# ---- load_hazard_ctrl ----
[src/rtl/load_hazard_ctrl.sv]
// Load-use hazard and dmem-wait stall controller for the MEM1/MEM2 pipeline.
// Tracks in-flight loads, sequences PC/IF-ID enables, bubbles, freezes and stall stats.
module load_hazard_ctrl #(
  parameter int LOAD_LAT = 2,
  parameter int CNT_W    = 16,
  parameter int TIMEOUT  = 255
) (
  input  logic             i_clk,
  input  logic             i_rst_n,
  input  logic             i_id_valid,
  input  logic [4:0]       i_id_rs1,
  input  logic [4:0]       i_id_rs2,
  input  logic             i_id_use_rs1,
  input  logic             i_id_use_rs2,
  input  logic             i_id_memread,
  input  logic [4:0]       i_id_rd,
  input  logic             i_flush,
  input  logic             i_dmem_req,
  input  logic             i_dmem_ready,
  output logic             o_pc_we,
  output logic             o_ifid_we,
  output logic             o_id_bubble,
  output logic             o_freeze,
  output logic [CNT_W-1:0] o_stall_cnt,
  output logic             o_timeout
);

  typedef struct packed {
    logic       v;
    logic [4:0] rd;
  } sb_ent_t;

  typedef enum logic {RUN, WAIT} st_t;

  localparam logic [CNT_W-1:0] TO_LIM = CNT_W'(TIMEOUT);

  sb_ent_t             sb [LOAD_LAT];
  logic [LOAD_LAT-1:0] hit;
  logic                haz, freeze;
  st_t                 state;
  logic [CNT_W-1:0]    wait_cnt, wait_nxt;

  for (genvar k = 0; k < LOAD_LAT; k++) begin : g_hit
    assign hit[k] = sb[k].v && (sb[k].rd != 5'd0) &&
                    ((i_id_use_rs1 && (i_id_rs1 == sb[k].rd)) ||
                     (i_id_use_rs2 && (i_id_rs2 == sb[k].rd)));
  end

  assign haz    = i_id_valid & (|hit);
  assign freeze = i_dmem_req & ~i_dmem_ready;

  // Outputs are forced to their idle values while reset is held, even mid-wait.
  always_comb begin
    o_pc_we     = 1'b1;
    o_ifid_we   = 1'b1;
    o_id_bubble = 1'b0;
    o_freeze    = 1'b0;
    if (i_rst_n) begin
      if (freeze) begin
        o_freeze  = 1'b1;
        o_pc_we   = 1'b0;
        o_ifid_we = 1'b0;
      end else if (i_flush) begin
        o_id_bubble = 1'b1;
      end else if (haz) begin
        o_pc_we     = 1'b0;
        o_ifid_we   = 1'b0;
        o_id_bubble = 1'b1;
      end
    end
  end

  // A bubbled ID slot never enters the scoreboard as a load.
  always_ff @(posedge i_clk or negedge i_rst_n) begin
    if (!i_rst_n) begin
      for (int k = 0; k < LOAD_LAT; k++) sb[k] <= '0;
    end else if (!freeze) begin
      sb[0] <= '{v: i_id_valid & i_id_memread & ~o_id_bubble, rd: i_id_rd};
      for (int k = 1; k < LOAD_LAT; k++) sb[k] <= sb[k-1];
    end
  end

  always_comb begin
    wait_nxt = CNT_W'(1);
    if (state == WAIT)
      wait_nxt = (wait_cnt == TO_LIM) ? wait_cnt : wait_cnt + 1'b1;
  end

  always_ff @(posedge i_clk or negedge i_rst_n) begin
    if (!i_rst_n) begin
      state     <= RUN;
      wait_cnt  <= '0;
      o_timeout <= 1'b0;
    end else begin
      case (state)
        RUN: if (freeze) begin
          state    <= WAIT;
          wait_cnt <= wait_nxt;
        end
        WAIT: if (freeze) begin
          wait_cnt <= wait_nxt;
        end else begin
          state    <= RUN;
          wait_cnt <= '0;
        end
        default: begin
          state    <= RUN;
          wait_cnt <= '0;
        end
      endcase
      if (freeze && (wait_nxt == TO_LIM)) o_timeout <= 1'b1;
    end
  end

  always_ff @(posedge i_clk or negedge i_rst_n) begin
    if (!i_rst_n)
      o_stall_cnt <= '0;
    else if ((freeze || (haz && !i_flush)) && (o_stall_cnt != '1))
      o_stall_cnt <= o_stall_cnt + 1'b1;
  end

endmodule
[config.mk]
export PLATFORM = sky130hd
export DESIGN_NAME = load_hazard_ctrl
export DESIGN_NICKNAME = d
export VERILOG_FILES = /design/src/rtl/load_hazard_ctrl.sv
export SDC_FILE = /design/constraint.sdc
export NUM_CORES = 1
export LEC_CHECK = 0
export CELL_PAD_IN_SITES_DETAIL_PLACEMENT = 1
export CELL_PAD_IN_SITES_GLOBAL_PLACEMENT = 1
export CORE_MARGIN = 4
export CORE_UTILIZATION = 43
export CTS_CLUSTER_DIAMETER = 200
export DETAILED_ROUTE_END_ITERATION = 16
export PLACE_DENSITY = 0.84
export RECOVER_POWER = 100
export SETUP_SLACK_MARGIN = 0.15
export SLEW_MARGIN = 40
export SYNTH_ARGS = -nofsm -noshare
export SYNTH_HDL_FRONTEND = slang
export SYNTH_SLANG_ARGS = --single-unit
[constraint.sdc]
create_clock -name i_clk -period 4.97 [get_ports i_clk]
set_input_delay 0.994 -clock i_clk [delete_from_list [all_inputs] [get_ports i_clk]]
set_output_delay 0.994 -clock i_clk [all_outputs]
set_load 0.01 [all_outputs]
# ---- uart_rx ----
<file path="src/rtl/uart_rx.sv">
// ---------------------------------------------------------------------------
// uart_rx -- 8N1 UART receiver
//
// Recovers one byte per frame from an asynchronous serial line. The line is
// resynchronised with two flops, start bits are qualified at their centre to
// reject glitches, and every data/stop bit is sampled one bit period after
// that centre point. Good frames deliver rx_byte with a one-cycle valid
// strobe; a low stop bit gives a one-cycle frame_err strobe instead. After
// that, the receiver waits for the line to return high before it re-arms.
//
// Parameters:
//   CLK_PER_BAUD  clock cycles per bit (minimum 8)
//
// Ports:
//   clk        system clock
//   rst        asynchronous active-low reset
//   rx         serial input, idle high, asynchronous to clk
//   rx_byte    last correctly received byte
//   valid      one-cycle pulse, rx_byte updated this cycle
//   frame_err  one-cycle pulse, stop bit sampled low
//   busy       high from start detection until return to IDLE
// ---------------------------------------------------------------------------
module uart_rx #(
   parameter int CLK_PER_BAUD = 2604
) (
   input  logic       clk,
   input  logic       rst,
   input  logic       rx,
   output logic [7:0] rx_byte,
   output logic       valid,
   output logic       frame_err,
   output logic       busy
);

   localparam int CNT_W = $clog2(CLK_PER_BAUD);

   // Terminal counts: start-bit centre and one full bit period.
   localparam logic [CNT_W-1:0] HALF_LAST = CNT_W'(CLK_PER_BAUD / 2 - 1);
   localparam logic [CNT_W-1:0] BIT_LAST  = CNT_W'(CLK_PER_BAUD - 1);

   typedef enum logic [2:0] {
      IDLE,
      START,
      DATA,
      STOP,
      WAIT_HIGH
   } state_t;

   state_t           state, state_n;
   logic [CNT_W-1:0] cnt, cnt_n;
   logic [2:0]       bit_idx, bit_idx_n;
   logic [7:0]       shift, shift_n;
   logic [7:0]       rx_byte_n;
   logic             valid_n, frame_err_n;
   logic             rx_meta, rx_s;

   // -----------------------------------------------------------------------
   // Input synchroniser. Both flops reset to the idle (high) line level so
   // that leaving reset never looks like a start bit.
   // -----------------------------------------------------------------------
   always_ff @(posedge clk or negedge rst) begin
      if (!rst) begin
         rx_meta <= 1'b1;
         rx_s    <= 1'b1;
      end else begin
         // NOTE: sequential state uses non-blocking assignments so every flop
         // samples the pre-edge value of the others; blocking here would
         // collapse the two synchroniser stages into one.
         rx_meta <= rx;
         rx_s    <= rx_meta;
      end
   end

   // -----------------------------------------------------------------------
   // State and datapath registers
   // -----------------------------------------------------------------------
   always_ff @(posedge clk or negedge rst) begin
      if (!rst) begin
         state     <= IDLE;
         cnt       <= '0;
         bit_idx   <= '0;
         shift     <= '0;
         rx_byte   <= 8'h00;
         valid     <= 1'b0;
         frame_err <= 1'b0;
      end else begin
         state     <= state_n;
         cnt       <= cnt_n;
         bit_idx   <= bit_idx_n;
         shift     <= shift_n;
         rx_byte   <= rx_byte_n;
         valid     <= valid_n;
         frame_err <= frame_err_n;
      end
   end

   // -----------------------------------------------------------------------
   // Next-state and next-datapath logic
   // -----------------------------------------------------------------------
   always_comb begin
      // NOTE: every output of this block gets a default first, so no path
      // through the case statement can leave a value held and infer a latch.
      state_n     = state;
      cnt_n       = cnt;
      bit_idx_n   = bit_idx;
      shift_n     = shift;
      rx_byte_n   = rx_byte;
      valid_n     = 1'b0;
      frame_err_n = 1'b0;

      unique case (state)
         IDLE: begin
            if (!rx_s) begin
               state_n = START;
               cnt_n   = '0;
            end
         end

         START: begin
            if (cnt == HALF_LAST) begin
               cnt_n = '0;
               // Line back high at the centre: treat as noise, not a frame.
               if (rx_s) begin
                  state_n = IDLE;
               end else begin
                  state_n   = DATA;
                  bit_idx_n = '0;
               end
            end else begin
               cnt_n = cnt + 1'b1;
            end
         end

         DATA: begin
            if (cnt == BIT_LAST) begin
               cnt_n            = '0;
               shift_n[bit_idx] = rx_s;
               if (bit_idx == 3'd7) begin
                  state_n = STOP;
               end else begin
                  bit_idx_n = bit_idx + 3'd1;
               end
            end else begin
               cnt_n = cnt + 1'b1;
            end
         end

         STOP: begin
            if (cnt == BIT_LAST) begin
               cnt_n = '0;
               // Leaving at mid-stop-bit leaves half a bit to catch a
               // back-to-back start edge; the stop bit itself reads high.
               if (rx_s) begin
                  state_n   = IDLE;
                  rx_byte_n = shift;
                  valid_n   = 1'b1;
               end else begin
                  state_n     = WAIT_HIGH;
                  frame_err_n = 1'b1;
               end
            end else begin
               cnt_n = cnt + 1'b1;
            end
         end

         WAIT_HIGH: begin
            // A held-low (break) line must not be seen as a stream of frames.
            if (rx_s) begin
               state_n = IDLE;
            end
         end

         default: begin
            state_n = IDLE;
            cnt_n   = '0;
         end
      endcase
   end

   // busy follows the registered state, so it drops on the same edge that
   // raises valid.
   assign busy = (state != IDLE);

endmodule

</file>
<file path="config.mk">
export PLATFORM = sky130hd
export DESIGN_NAME = uart_rx
export DESIGN_NICKNAME = d
export VERILOG_FILES = /design/src/rtl/uart_rx.sv
export SDC_FILE = /design/constraint.sdc
export NUM_CORES = 1
export LEC_CHECK = 0
export CAP_MARGIN = 10
export CORE_ASPECT_RATIO = 0.6
export CORE_MARGIN = 1
export CORE_UTILIZATION = 35
export DETAILED_ROUTE_END_ITERATION = 8
export HOLD_SLACK_MARGIN = 0.06
export PLACE_DENSITY = 0.59
export SYNTH_ARGS = -nofsm -noshare
export SYNTH_HDL_FRONTEND = slang
export SYNTH_SLANG_ARGS = --single-unit
</file>
<file path="constraint.sdc">
create_clock -name clk -period 2 [get_ports clk]
set_input_delay 0.2 -clock clk [delete_from_list [all_inputs] [get_ports clk]]
set_output_delay 0.2 -clock clk [all_outputs]
set_load 0.05 [all_outputs]
</file>
# ---- calf_inject_ctrl ----
`config.mk`:
```
export PLATFORM = sky130hd
export DESIGN_NAME = calf_inject_ctrl
export DESIGN_NICKNAME = d
export VERILOG_FILES = /design/src/rtl/calf_inject_ctrl_pkg.sv /design/src/rtl/calf_inj_fifo.sv /design/src/rtl/calf_inject_ctrl.sv
export SDC_FILE = /design/constraint.sdc
export NUM_CORES = 1
export LEC_CHECK = 0
export CELL_PAD_IN_SITES_DETAIL_PLACEMENT = 0
export CELL_PAD_IN_SITES_GLOBAL_PLACEMENT = 1
export CORE_MARGIN = 2
export CORE_UTILIZATION = 50
export CTS_CLUSTER_SIZE = 12
export DETAILED_ROUTE_END_ITERATION = 6
export PLACE_DENSITY_LB_ADDON = 0.25
export SLEW_MARGIN = 20
export SYNTH_ARGS = -nofsm -noshare
export SYNTH_HDL_FRONTEND = slang
export SYNTH_SLANG_ARGS = --single-unit
```
`constraint.sdc`:
```
create_clock -name clk -period 7.16 [get_ports clk]
set_input_delay 1.432 -clock clk [delete_from_list [all_inputs] [get_ports clk]]
set_output_delay 1.432 -clock clk [all_outputs]
set_load 0.005 [all_outputs]
```
`src/rtl/calf_inject_ctrl_pkg.sv`:
```
// rtl/calf_inject_ctrl_pkg.sv - shared widths, flit valid bit and injection FSM encodings
package calf_inject_ctrl_pkg;

   localparam int CONTROL_W      = 144;
   localparam int FLIT_VALID_BIT = CONTROL_W - 1;

   typedef enum logic {
      INJ_IDLE  = 1'b0,
      INJ_OFFER = 1'b1
   } inj_state_t;

endpackage

```
`src/rtl/calf_inj_fifo.sv`:
```
// rtl/calf_inj_fifo.sv - DEPTH x FLIT_W register FIFO with occupancy count
module calf_inj_fifo #(
   parameter int FLIT_W = 144,
   parameter int DEPTH  = 4
) (
   input  logic                     clk,
   input  logic                     rst,
   input  logic                     wr_en,
   input  logic [FLIT_W-1:0]        wr_data,
   input  logic                     rd_en,
   output logic [FLIT_W-1:0]        rd_data,
   output logic [$clog2(DEPTH):0]   count,
   output logic                     full,
   output logic                     empty
);

   localparam int PTR_W = $clog2(DEPTH);
   localparam int CNT_W = PTR_W + 1;

   logic [FLIT_W-1:0] mem [DEPTH];
   logic [PTR_W-1:0]  wr_ptr;
   logic [PTR_W-1:0]  rd_ptr;

   assign full    = (count == CNT_W'(DEPTH));
   assign empty   = (count == '0);
   assign rd_data = mem[rd_ptr];

   // Storage array; contents need no reset since count gates every read.
   always_ff @(posedge clk) begin
      if (wr_en) mem[wr_ptr] <= wr_data;
   end

   // Pointers wrap naturally because DEPTH is a power of two.
   always_ff @(posedge clk or posedge rst) begin
      if (rst) begin
         wr_ptr <= '0;
         rd_ptr <= '0;
         count  <= '0;
      end else begin
         if (wr_en) wr_ptr <= wr_ptr + PTR_W'(1);
         if (rd_en) rd_ptr <= rd_ptr + PTR_W'(1);
         case ({wr_en, rd_en})
            2'b10:   count <= count + CNT_W'(1);
            2'b01:   count <= count - CNT_W'(1);
            default: count <= count;
         endcase
      end
   end

endmodule

```
`src/rtl/calf_inject_ctrl.sv`:
```
// rtl/calf_inject_ctrl.sv - local-port injection scheduler; CALF_INJ_STARVE_EN enables starvation tracking
module calf_inject_ctrl
   import calf_inject_ctrl_pkg::*;
#(
   parameter int FLIT_W       = CONTROL_W,
   parameter int DEPTH        = 4,
   parameter int STARVE_LIMIT = 16
) (
   input  logic                     clk,
   input  logic                     rst,
   input  logic                     src_valid,
   input  logic [FLIT_W-1:0]        src_flit,
   output logic                     src_ready,
   output logic [FLIT_W-1:0]        port4_ci,
   input  logic                     port4_ready,
   input  logic                     port4_ack,
   output logic [$clog2(DEPTH):0]   inj_count,
   output logic                     starved
);

   localparam int CNT_W = $clog2(DEPTH) + 1;

   inj_state_t        state_q;
   inj_state_t        state_d;
   logic              push;
   logic              pop;
   logic              offer;
   logic              fifo_full;
   logic              fifo_empty;
   logic [FLIT_W-1:0] head;

   // Ready comes only from registered occupancy, so ack never opens a same-cycle push.
   assign src_ready = !fifo_full;
   assign push      = src_valid && !fifo_full;
   assign pop       = offer && port4_ack;

   calf_inj_fifo #(
      .FLIT_W (FLIT_W),
      .DEPTH  (DEPTH)
   ) u_fifo (
      .clk     (clk),
      .rst     (rst),
      .wr_en   (push),
      .wr_data (src_flit),
      .rd_en   (pop),
      .rd_data (head),
      .count   (inj_count),
      .full    (fifo_full),
      .empty   (fifo_empty)
   );

   // State register.
   always_ff @(posedge clk or posedge rst) begin
      if (rst) state_q <= INJ_IDLE;
      else     state_q <= state_d;
   end

   // Next state and offer mux; a flit pushed while idle is not bypassed.
   always_comb begin
      state_d  = state_q;
      offer    = 1'b0;
      port4_ci = '0;
      case (state_q)
         INJ_IDLE: begin
            if (push) state_d = INJ_OFFER;
         end
         INJ_OFFER: begin
            offer = port4_ready && !fifo_empty;
            if (offer) port4_ci = head;
            if (offer && port4_ack && inj_count == CNT_W'(1) && !push) state_d = INJ_IDLE;
         end
         default: state_d = INJ_IDLE;
      endcase
   end

`ifdef CALF_INJ_STARVE_EN
   localparam int SC_W = $clog2(STARVE_LIMIT + 1);
   localparam logic [SC_W-1:0] LIMIT = SC_W'(STARVE_LIMIT);

   logic [SC_W-1:0] starve_cnt;

   // Saturating count of consecutive blocked offer cycles; any pop or idle clears it.
   always_ff @(posedge clk or posedge rst) begin
      if (rst) begin
         starve_cnt <= '0;
      end else if (state_q == INJ_IDLE || pop) begin
         starve_cnt <= '0;
      end else if (!port4_ready && starve_cnt != LIMIT) begin
         starve_cnt <= starve_cnt + SC_W'(1);
      end
   end

   assign starved = (starve_cnt == LIMIT);
`else
   logic unused_starve_limit;
   assign unused_starve_limit = ^STARVE_LIMIT;
   assign starved = 1'b0;
`endif

endmodule
```
# ---- biquad8_coeff_loader ----
==> config.mk <==
export PLATFORM = sky130hd
export DESIGN_NAME = biquad8_coeff_loader
export DESIGN_NICKNAME = d
export VERILOG_FILES = /design/src/rtl/biquad8_loader_pkg.sv /design/src/rtl/biquad8_loader_stage_ram.sv /design/src/rtl/biquad8_coeff_loader.sv
export SDC_FILE = /design/constraint.sdc
export NUM_CORES = 1
export LEC_CHECK = 0
export CORE_AREA = 3 3 279 281
export DETAILED_ROUTE_END_ITERATION = 8
export DIE_AREA = 0 0 282 284
export PLACE_DENSITY = 0.82
export SLEW_MARGIN = 10
export SYNTH_ARGS = -nofsm -noshare
export SYNTH_HDL_FRONTEND = slang
export SYNTH_SLANG_ARGS = --single-unit
==> constraint.sdc <==
create_clock -name wb_clk_i -period 8.65 [get_ports wb_clk_i]
set_input_delay 2.1625 -clock wb_clk_i [delete_from_list [all_inputs] [get_ports wb_clk_i]]
set_output_delay 2.1625 -clock wb_clk_i [all_outputs]
set_load 0.02 [all_outputs]
==> src/rtl/biquad8_loader_pkg.sv <==
// Shared types and constants for the biquad pair coefficient loader.
package biquad8_loader_pkg;

  localparam int unsigned IDX_W     = 7;
  localparam int unsigned ADR_W     = 22;
  localparam int unsigned DAT_W     = 32;
  localparam int unsigned BQSEL_BIT = 7;

  typedef enum logic [2:0] {
    IDLE,
    ISSUE,
    GAP,
    VERIFY,
    RSTQ,
    DONE,
    FAIL
  } state_t;

  localparam logic [2:0] ERR_NONE    = 3'd0;
  localparam logic [2:0] ERR_BUS     = 3'd1;
  localparam logic [2:0] ERR_RETRY   = 3'd2;
  localparam logic [2:0] ERR_TIMEOUT = 3'd3;
  localparam logic [2:0] ERR_ABORT   = 3'd4;
  localparam logic [2:0] ERR_VERIFY  = 3'd5;

  typedef struct packed {
    logic [ADR_W-1:0] adr;
    logic [DAT_W-1:0] dat;
  } wb_req_t;

endpackage

==> src/rtl/biquad8_loader_stage_ram.sv <==
// Coefficient staging buffer: NWORDS x 32, synchronous write, combinational read.
module biquad8_loader_stage_ram
  import biquad8_loader_pkg::*;
#(
  parameter int unsigned NWORDS = 32
) (
  input  logic             clk,
  input  logic             we,
  input  logic [IDX_W-1:0] wadr,
  input  logic [DAT_W-1:0] wdat,
  input  logic [IDX_W-1:0] radr,
  output logic [DAT_W-1:0] rdat_c
);

  localparam int unsigned AW = (NWORDS > 1) ? $clog2(NWORDS) : 1;

  logic [DAT_W-1:0] mem [NWORDS];

  // Out-of-range indices must not alias onto a valid word.
  always_ff @(posedge clk) begin
    if (we && (32'(wadr) < NWORDS)) mem[AW'(wadr)] <= wdat;
  end

  assign rdat_c = mem[AW'(radr)];

endmodule

==> src/rtl/biquad8_coeff_loader.sv <==
// Wishbone sequencer bulk-loading staged coefficients into bq0/bq1, then pulsing the biquad reset.
// Optional write-then-read verify of every word under BIQUAD8_LOADER_READBACK_EN.
module biquad8_coeff_loader
  import biquad8_loader_pkg::*;
#(
  parameter int unsigned NWORDS     = 32,
  parameter int unsigned ADR_STEP   = 1,
  parameter int unsigned TIMEOUT    = 255,
  parameter int unsigned MAX_RTY    = 3,
  parameter int unsigned RST_CYCLES = 4
) (
  input  logic             wb_clk_i,
  input  logic             wb_rst_i,
  input  logic             stg_we_i,
  input  logic [IDX_W-1:0] stg_adr_i,
  input  logic [DAT_W-1:0] stg_dat_i,
  input  logic             start_i,
  input  logic [1:0]       target_i,
  input  logic             abort_i,
  output logic             wbm_cyc_o,
  output logic             wbm_stb_o,
  output logic             wbm_we_o,
  output logic [ADR_W-1:0] wbm_adr_o,
  output logic [DAT_W-1:0] wbm_dat_o,
  output logic [3:0]       wbm_sel_o,
  input  logic [DAT_W-1:0] wbm_dat_i,
  input  logic             wbm_ack_i,
  input  logic             wbm_err_i,
  input  logic             wbm_rty_i,
  output logic             reset_bq_o,
  output logic             busy_o,
  output logic             done_o,
  output logic [2:0]       err_code_o
);

  localparam int unsigned      CNT_W    = 16;
  localparam logic [IDX_W-1:0] LAST_IDX = IDX_W'(NWORDS - 1);

  state_t           state, state_nxt;
  logic             bqsel, bqsel_nxt, both, both_nxt;
  logic [IDX_W-1:0] idx, idx_nxt;
  logic [CNT_W-1:0] rty_cnt, rty_nxt, tmo_cnt, tmo_nxt, rst_cnt, rst_nxt;
  logic             abort_pend, abort_nxt, acked, acked_nxt, rd_phase, rd_nxt;
  logic [2:0]       err_nxt, fail_code;
  logic             fail, idle_done, abort_any, verify_bad;
  logic             cyc_nxt, we_nxt, rstbq_nxt, busy_nxt, done_nxt;
  wb_req_t          req_q, req_nxt;
  logic [DAT_W-1:0] stg_word_c;

  biquad8_loader_stage_ram #(.NWORDS(NWORDS)) u_stage (
    .clk    (wb_clk_i),
    .we     (stg_we_i & ~busy_o),
    .wadr   (stg_adr_i),
    .wdat   (stg_dat_i),
    .radr   (idx_nxt),
    .rdat_c (stg_word_c)
  );

  assign abort_any = abort_pend | abort_i;

`ifdef BIQUAD8_LOADER_READBACK_EN
  // wbm_dat_o still holds the staged word during the verify read.
  assign verify_bad = (state == VERIFY) && (wbm_dat_i != req_q.dat);
`else
  logic unused_rd_dat;
  assign unused_rd_dat = ^wbm_dat_i;
  assign verify_bad    = 1'b0;
`endif

  // Next-state logic
  always_comb begin
    state_nxt = state;
    bqsel_nxt = bqsel;
    both_nxt  = both;
    idx_nxt   = idx;
    rty_nxt   = rty_cnt;
    tmo_nxt   = tmo_cnt;
    rst_nxt   = rst_cnt;
    abort_nxt = abort_pend | (abort_i && (state != IDLE));
    acked_nxt = acked;
    rd_nxt    = rd_phase;
    err_nxt   = err_code_o;
    fail      = 1'b0;
    fail_code = ERR_NONE;
    idle_done = 1'b0;

    unique case (state)
      IDLE: begin
        if (start_i) begin
          err_nxt = ERR_NONE;
          if (target_i != 2'b00) begin
            state_nxt = ISSUE;
            both_nxt  = &target_i;
            bqsel_nxt = (target_i == 2'b10);
            idx_nxt   = '0;
            rty_nxt   = '0;
            tmo_nxt   = '0;
            abort_nxt = 1'b0;
            acked_nxt = 1'b0;
            rd_nxt    = 1'b0;
          end else begin
            idle_done = 1'b1;
          end
        end
      end
      ISSUE, VERIFY: begin
        if (wbm_err_i) begin
          fail      = 1'b1;
          fail_code = ERR_BUS;
        end else if (wbm_ack_i) begin
          if (verify_bad) begin
            fail      = 1'b1;
            fail_code = ERR_VERIFY;
          end else if (abort_any) begin
            fail      = 1'b1;
            fail_code = ERR_ABORT;
          end else begin
            state_nxt = GAP;
            rty_nxt   = '0;
`ifdef BIQUAD8_LOADER_READBACK_EN
            rd_nxt    = (state == ISSUE);
            acked_nxt = (state == VERIFY);
`else
            acked_nxt = 1'b1;
`endif
          end
        end else if (wbm_rty_i) begin
          if (32'(rty_cnt) + 32'd1 >= MAX_RTY) begin
            fail      = 1'b1;
            fail_code = ERR_RETRY;
          end else if (abort_any) begin
            fail      = 1'b1;
            fail_code = ERR_ABORT;
          end else begin
            state_nxt = GAP;
            rty_nxt   = rty_cnt + CNT_W'(1);
            acked_nxt = 1'b0;
          end
        end else if (32'(tmo_cnt) + 32'd1 >= TIMEOUT) begin
          fail      = 1'b1;
          fail_code = abort_any ? ERR_ABORT : ERR_TIMEOUT;
        end else begin
          tmo_nxt = tmo_cnt + CNT_W'(1);
        end
      end
      GAP: begin
        tmo_nxt   = '0;
        acked_nxt = 1'b0;
        if (abort_any) begin
          fail      = 1'b1;
          fail_code = ERR_ABORT;
        end else if (rd_phase) begin
          state_nxt = VERIFY;
        end else if (!acked) begin
          state_nxt = ISSUE;
        end else if (idx != LAST_IDX) begin
          idx_nxt   = idx + IDX_W'(1);
          state_nxt = ISSUE;
        end else if (both && !bqsel) begin
          bqsel_nxt = 1'b1;
          idx_nxt   = '0;
          state_nxt = ISSUE;
        end else begin
          rst_nxt   = '0;
          state_nxt = RSTQ;
        end
      end
      RSTQ: begin
        if (abort_any) begin
          fail      = 1'b1;
          fail_code = ERR_ABORT;
        end else if (32'(rst_cnt) + 32'd1 >= RST_CYCLES) begin
          state_nxt = DONE;
        end else begin
          rst_nxt = rst_cnt + CNT_W'(1);
        end
      end
      DONE, FAIL: state_nxt = IDLE;
      default:    state_nxt = IDLE;
    endcase

    if (fail) begin
      state_nxt = FAIL;
      err_nxt   = fail_code;
    end
  end

  // Next values of the registered outputs
  always_comb begin
    cyc_nxt   = (state_nxt == ISSUE) || (state_nxt == VERIFY);
    we_nxt    = (state_nxt == ISSUE);
    rstbq_nxt = (state_nxt == RSTQ);
    busy_nxt  = (state_nxt != IDLE);
    done_nxt  = (state_nxt == DONE) || (state_nxt == FAIL) || idle_done;
    req_nxt   = '0;
    if (cyc_nxt) begin
      req_nxt.adr[IDX_W-1:0] = IDX_W'(32'(idx_nxt) * ADR_STEP);
      req_nxt.adr[BQSEL_BIT] = bqsel_nxt;
      req_nxt.dat            = stg_word_c;
    end
  end

  always_ff @(posedge wb_clk_i) begin
    if (wb_rst_i) begin
      state      <= IDLE;
      bqsel      <= 1'b0;
      both       <= 1'b0;
      idx        <= '0;
      rty_cnt    <= '0;
      tmo_cnt    <= '0;
      rst_cnt    <= '0;
      abort_pend <= 1'b0;
      acked      <= 1'b0;
      rd_phase   <= 1'b0;
      err_code_o <= ERR_NONE;
      wbm_cyc_o  <= 1'b0;
      wbm_we_o   <= 1'b0;
      req_q      <= '0;
      reset_bq_o <= 1'b0;
      busy_o     <= 1'b0;
      done_o     <= 1'b0;
    end else begin
      state      <= state_nxt;
      bqsel      <= bqsel_nxt;
      both       <= both_nxt;
      idx        <= idx_nxt;
      rty_cnt    <= rty_nxt;
      tmo_cnt    <= tmo_nxt;
      rst_cnt    <= rst_nxt;
      abort_pend <= abort_nxt;
      acked      <= acked_nxt;
      rd_phase   <= rd_nxt;
      err_code_o <= err_nxt;
      wbm_cyc_o  <= cyc_nxt;
      wbm_we_o   <= we_nxt;
      req_q      <= req_nxt;
      reset_bq_o <= rstbq_nxt;
      busy_o     <= busy_nxt;
      done_o     <= done_nxt;
    end
  end

  assign wbm_stb_o = wbm_cyc_o;
  assign wbm_adr_o = req_q.adr;
  assign wbm_dat_o = req_q.dat;
  assign wbm_sel_o = 4'hF;

endmodule

biquad8_coeff_loader, clock wiring as the flow saved it:
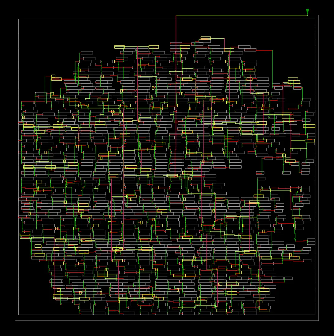
Seq Cell Count: 1134
Insertion Delay late pin: 0.69 ns
number of buffers created by CTS: 106
number of clock sinks: 1134
clock buffer count in the final layout: 131

==> GITHUB_STEP_SUMMARY, biquad8_coeff_loader <==
## Synthesis and layout report

| Metric | Value |
|---|---|
| Run status | `complete, no violations` |
| Post-Syn Area per Cell | `13.9 um2` |
| Floorplan die width | `282 um` |
| Logic depth of the worst path, buffers included | `11` |
| Total half-perimeter wirelength after legalization and detailed placement | `58600 um` |
| Class of the tightest hold or removal check | `flip-flop to flip-flop` |
| Fraction of registers with async set/reset | `0%` |
| Area growth, synth to finish | `12.0%` |
| Buffers outside the clock class | `approximately 160` |
| Count leader, synth | `edfxtp_1` |
| Crit start category | `primary input` |
| # hold bufs at CTS | `0` |
| Fraction of final layout cells sized beyond drive strength 1 | `9.73%` |
| Routed wirelength normalized by instance count | `27.3 um` |
| Capturing element type of the critical path | `flip-flop` |
| Required @ worst endpoint | `9.14 ns` |
| Seq. pwr | `6.10 mW` |
| Gp weighted congestion | `0.879` |
| Worst-path maximum fanout | `between 200 and 250` |
| Fp_density | `59.9%` |
| Clock distribution area overhead in the final layout | `6.89%` |
| Dominant register cell | `edfxtp_1` |
| Violation count after the first detailed-route iteration | `4796` |
| Largest vdd supply drop | `0.221 mV` |
| Layout non-clock buf frac | `2.95%` |
| Power consumed by combinational cells | `614 uW` |
| MUX area fraction | `0.138%` |
| Core Region | `75700 um2` |
| Vias in the first global route | `28123` |
## biquad8_coeff_loader: layout by cell type, fill, tap and decap left out, types with 9 or more instances in the layout
cell and n:
edfxtp_1 1024, a211oi_1 355, nand2_1 352, and3_1 352, a31oi_1 165, dfxtp_1 110
clkbuf_16 108, clkdlybuf4s50_1 97, o21ai_0 90, o22ai_1 66, buf_4 54, nor2_1 50
and2_1 39, nor2_4 32, o2111ai_1 32, nor4_2 32, clkinv_2 27, nand3_1 22
nor3_1 22, a21oi_1 22, o21ai_1 22, inv_1 21, clkinv_1 20, conb_1 18
clkbuf_1 14, nand4_1 13, nor4_1 10, or3_1 9
calf_inject_ctrl, power grid:
Bar = 50 um. Pins as bars on the die edge. Tap cells in gray.
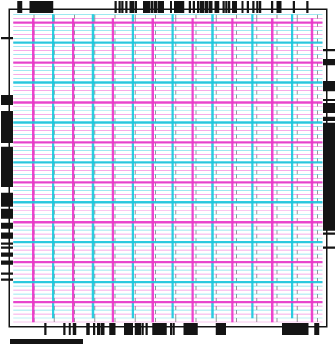
VSS: marked magenta. VDD: marked cyan.
298 signal pins sit on the boundary. 15 straps on met5. 592 tap cells. 78 met1 rails follow the rows. The core has 77 rows.

calf_inject_ctrl, routed metal, one color a layer:
Bar = 50 um. Only two layers are drawn.
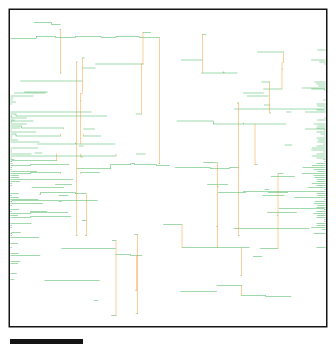
M4: marked orange, wire length 863 um. M3: marked green, wire length 2670 um.

==> GITHUB_STEP_SUMMARY, calf_inject_ctrl <==
## Synthesis and layout report

| Metric | Value |
|---|---|
| Run status | `complete, no violations` |
| First-pass GRT wire length | `64000 um` |
| Area growth, synth to finish | `23.4%` |
| GR peak layer | `met2` |
| Internal power | `7.87 mW` |
| Antenna violations before repair | `6` |
| Antenna diodes | `4` |
| Top cells excl fill/tap | `edfxtp_1 (576), clkdlybuf4s50_1 (296), mux4_2 (144)` |
| Floorplan die width | `~220 um` |
| Dominant register cell | `edfxtp_1` |
| XOR/XNOR Fraction of Synth Area | `0.235%` |
| Final critical-path setup slack | `2.27 ns` |
| Gp weighted congestion | `about 0.7` |
| Overall power consumption | `between 10 and 15 mW` |
| Number of cells produced by synthesis | `963` |
| Hold path start | `u_fifo.count[1]` |
| Seq Cell Count | `584` |
| Share of total power in sequential cells | `44.6%` |
calf_inject_ctrl: logic make-up (layout without fill, tap and decap cells):
kind of cell	Yosys count	after routing
adders and majority gates	9	9
buffers and inverters	56	406
other	1	5
AOI/OAI and AO/OA	7	7
muxes	145	145
DFF	584	584
xor gates and xnor gates	6	6
and+or+nand+nor	155	155
calf_inject_ctrl: worst register-to-register path, cell delays in order, from the launching register on:
cell	delay (ns)
dfrtp_1	0.44
inv_1	0.09
ha_1	0.26
a21boi_1	0.49
and2_4	0.75
buf_12	0.52
load_hazard_ctrl, clock wiring as the flow saved it:
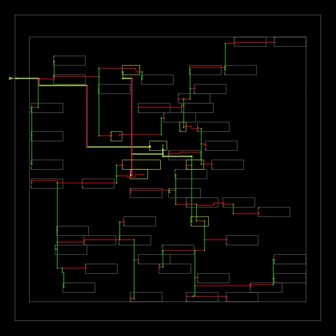
Setup Skew: 0.0115 ns
Seq Cell Count: 46
number of clock sinks: 46

==> GITHUB_STEP_SUMMARY, load_hazard_ctrl <==
## Synthesis and layout report

| Metric | Value |
|---|---|
| Run status | `finished with violations` |
| Violated checks | `capacitance limit, slew limit` |
| Met2 capacity usage during global routing | `34.4%` |
| Max Transition Viols Final | `44` |
| Reg2Reg Setup Slack | `2.18 ns` |
| Antenna diodes | `0` |
| Class of the tightest hold or removal check | `flip-flop to flip-flop` |
| GR peak layer | `met2` |
| Net count entering floorplan | `~340` |
| Slowest-stage cell, CP | `dlygate4sd3_1` |
| WS Path Type | `primary input to output pin` |
| Largest vdd supply drop | `0.134 mV` |
| Average vias per placed instance | `5.66` |
| First-pass DRT Iterations | `4` |
| Count of max-cap constraint violations | `1` |
| Number of warnings in the stage logs | `26` |
| Antenna violations before repair | `0` |
## load_hazard_ctrl: layout make-up
class	count	area, um2	area share, %
multi-input cells	241	1450	44.4
flip-flops and latches	46	1150	35.3
repair buffers	46	445	13.6
well taps	75	93.8	2.87
clock buffers	5	68.8	2.11
clock inverters	3	43.8	1.34
inverters	3	11.3	0.345
## load_hazard_ctrl: power by group through the flow
stage               combinational [mW]  clock [mW]  sequential, mW
floorplan                       0.0963           0           0.462
global placement                 0.195           0           0.460
detailed placement               0.204           0           0.463
CTS                              0.206       0.296           0.455
global route                     0.210       0.315           0.462
finish                           0.190       0.289           0.453
uart_rx, cells colored by class:
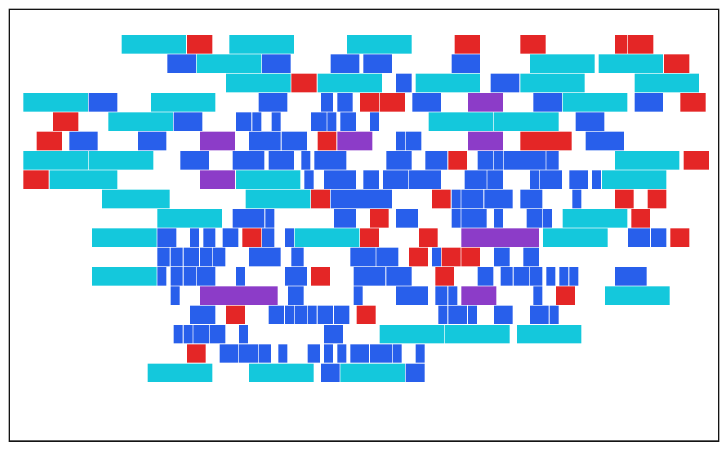
remaining buffers and delay cells: marked red, cells 36. registers: marked cyan, cells 38. remaining logic cells: marked blue, cells 142. clock drivers and dummy loads: marked purple, cells 8.

==> GITHUB_STEP_SUMMARY, uart_rx <==
## Synthesis and layout report

| Metric | Value |
|---|---|
| Crit start category | `flip-flop` |
| Post-synth area from yosys stat | `2000 um2` |
| Run status | `complete, no violations` |
| First-pass DRT Iterations | `4` |
| MUX area fraction | `10.5%` |
| Hold path start | `rx` |
| Worst-path maximum fanout | `9` |
| Period utilisation layout | `94.8%` |
| Total half-perimeter wirelength after legalization and detailed placement | `approximately 3000 um` |
| Std cell rows | `20` |
| Fin. Hold Viols | `0` |
| Final critical-path setup slack | `roughly 0.10 ns` |
| Postcts setup bufs | `0` |
| Top cells by count | `dfrtp_1 (36), nand2_1 (18), mux2_2 (16)` |
| Antenna violations before repair | `0` |
| Number of cells produced by synthesis | `190` |
| Die Ht | `~60 um` |
| Multi-In Gates | `130` |
| Overall power consumption | `roughly 1.6 mW` |
| Buffers outside the clock class | `36` |
| Clock distribution area overhead in the final layout | `5.65%` |
| Max Transition Viols Final | `0` |
| Tally of non-filler cells in the final layout | `301` |
| Count leader, synth | `dfrtp_1` |
| Most common library cell in the layout ignoring fill and taps | `dfrtp_1` |
| Clock root buffer | `clkbuf_8` |
uart_rx: sequential cells by signal (all words and copies together) (netlist names):
signal     flops
state          3
bit_idx        3
shift          8
cnt           12
rx_s           1
frame_err      1
valid          1
rx_meta        1
rx_byte        8
uart_rx: worst max-delay path: cells and delay by family (launching register included):
kind | cells | cell delay (ns)
mux | 1 | 0.34
buf+inv | 1 | 0.15
simple gates | 3 | 0.69
fa+ha+maj | 1 | 0.21
flops | 1 | 0.38


## Gallery

Clock wires, drivers and flops.
Plate I
Bar = 50 um.
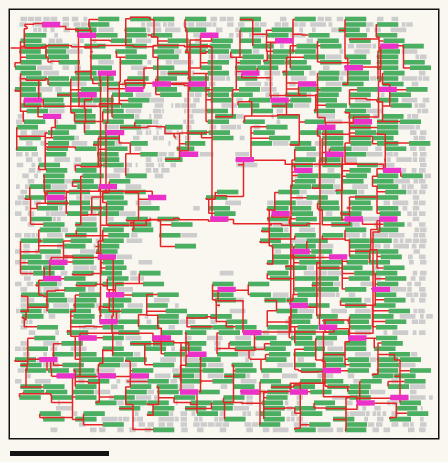
Plate II
Bar = 100 um.
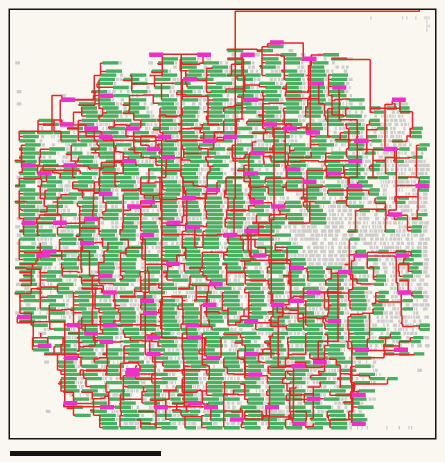
Plate III
Bar = 20 um.
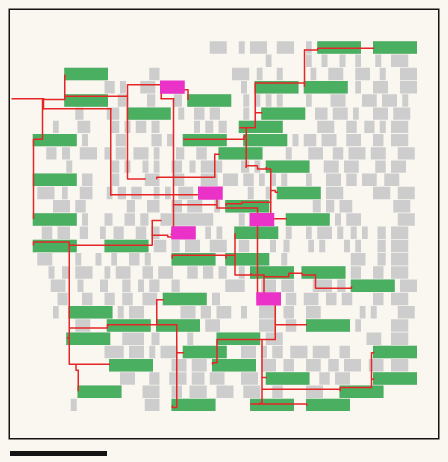
Plate IV
Bar = 20 um.
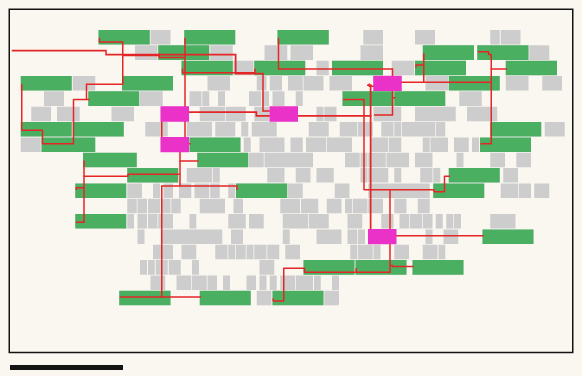
- uart_rx = Plate IV
- calf_inject_ctrl = Plate I
- load_hazard_ctrl = Plate III
- biquad8_coeff_loader = Plate II
The one with the largest die is Plate II.
The one with the most sequential cells is Plate II.

Key to Plate II:
clock-net drivers: marked magenta, count 106. clock wires: marked red, length 11200 um. flip-flops: marked green, count 1134.
Position of the flops: spread over the die. There are 107 routed clock nets.


==> screenshots <==
Cells colored by class.
shot_01.png
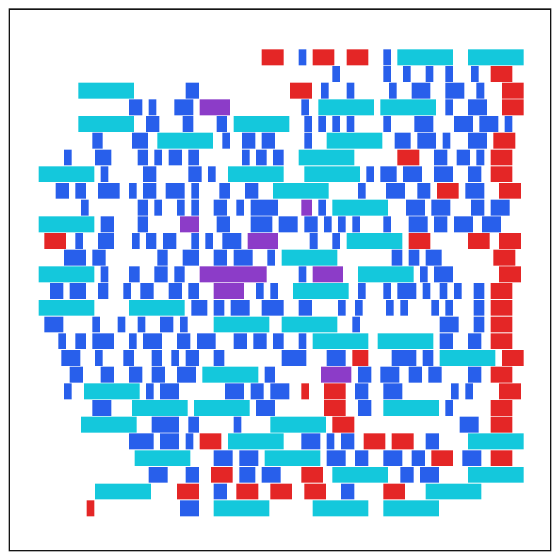
shot_02.png
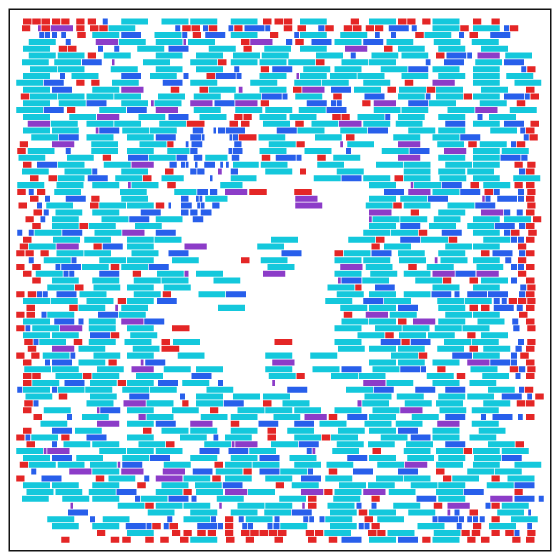
shot_03.png
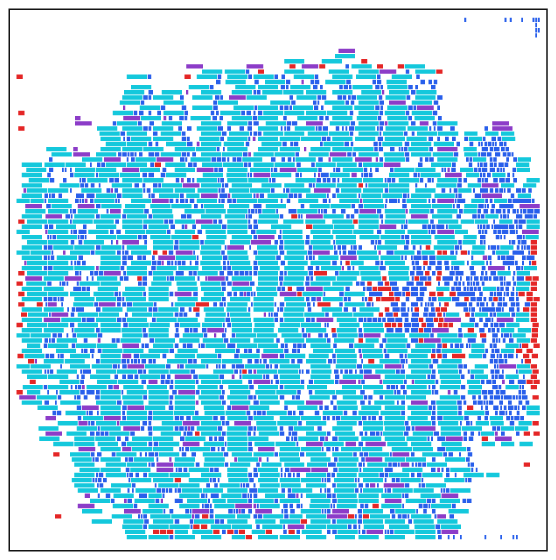
The one with the most sequential cells is shot_03.png.
shot_02.png -> calf_inject_ctrl
shot_03.png -> biquad8_coeff_loader
shot_01.png -> load_hazard_ctrl

Power and IR drop assume default switching activity.
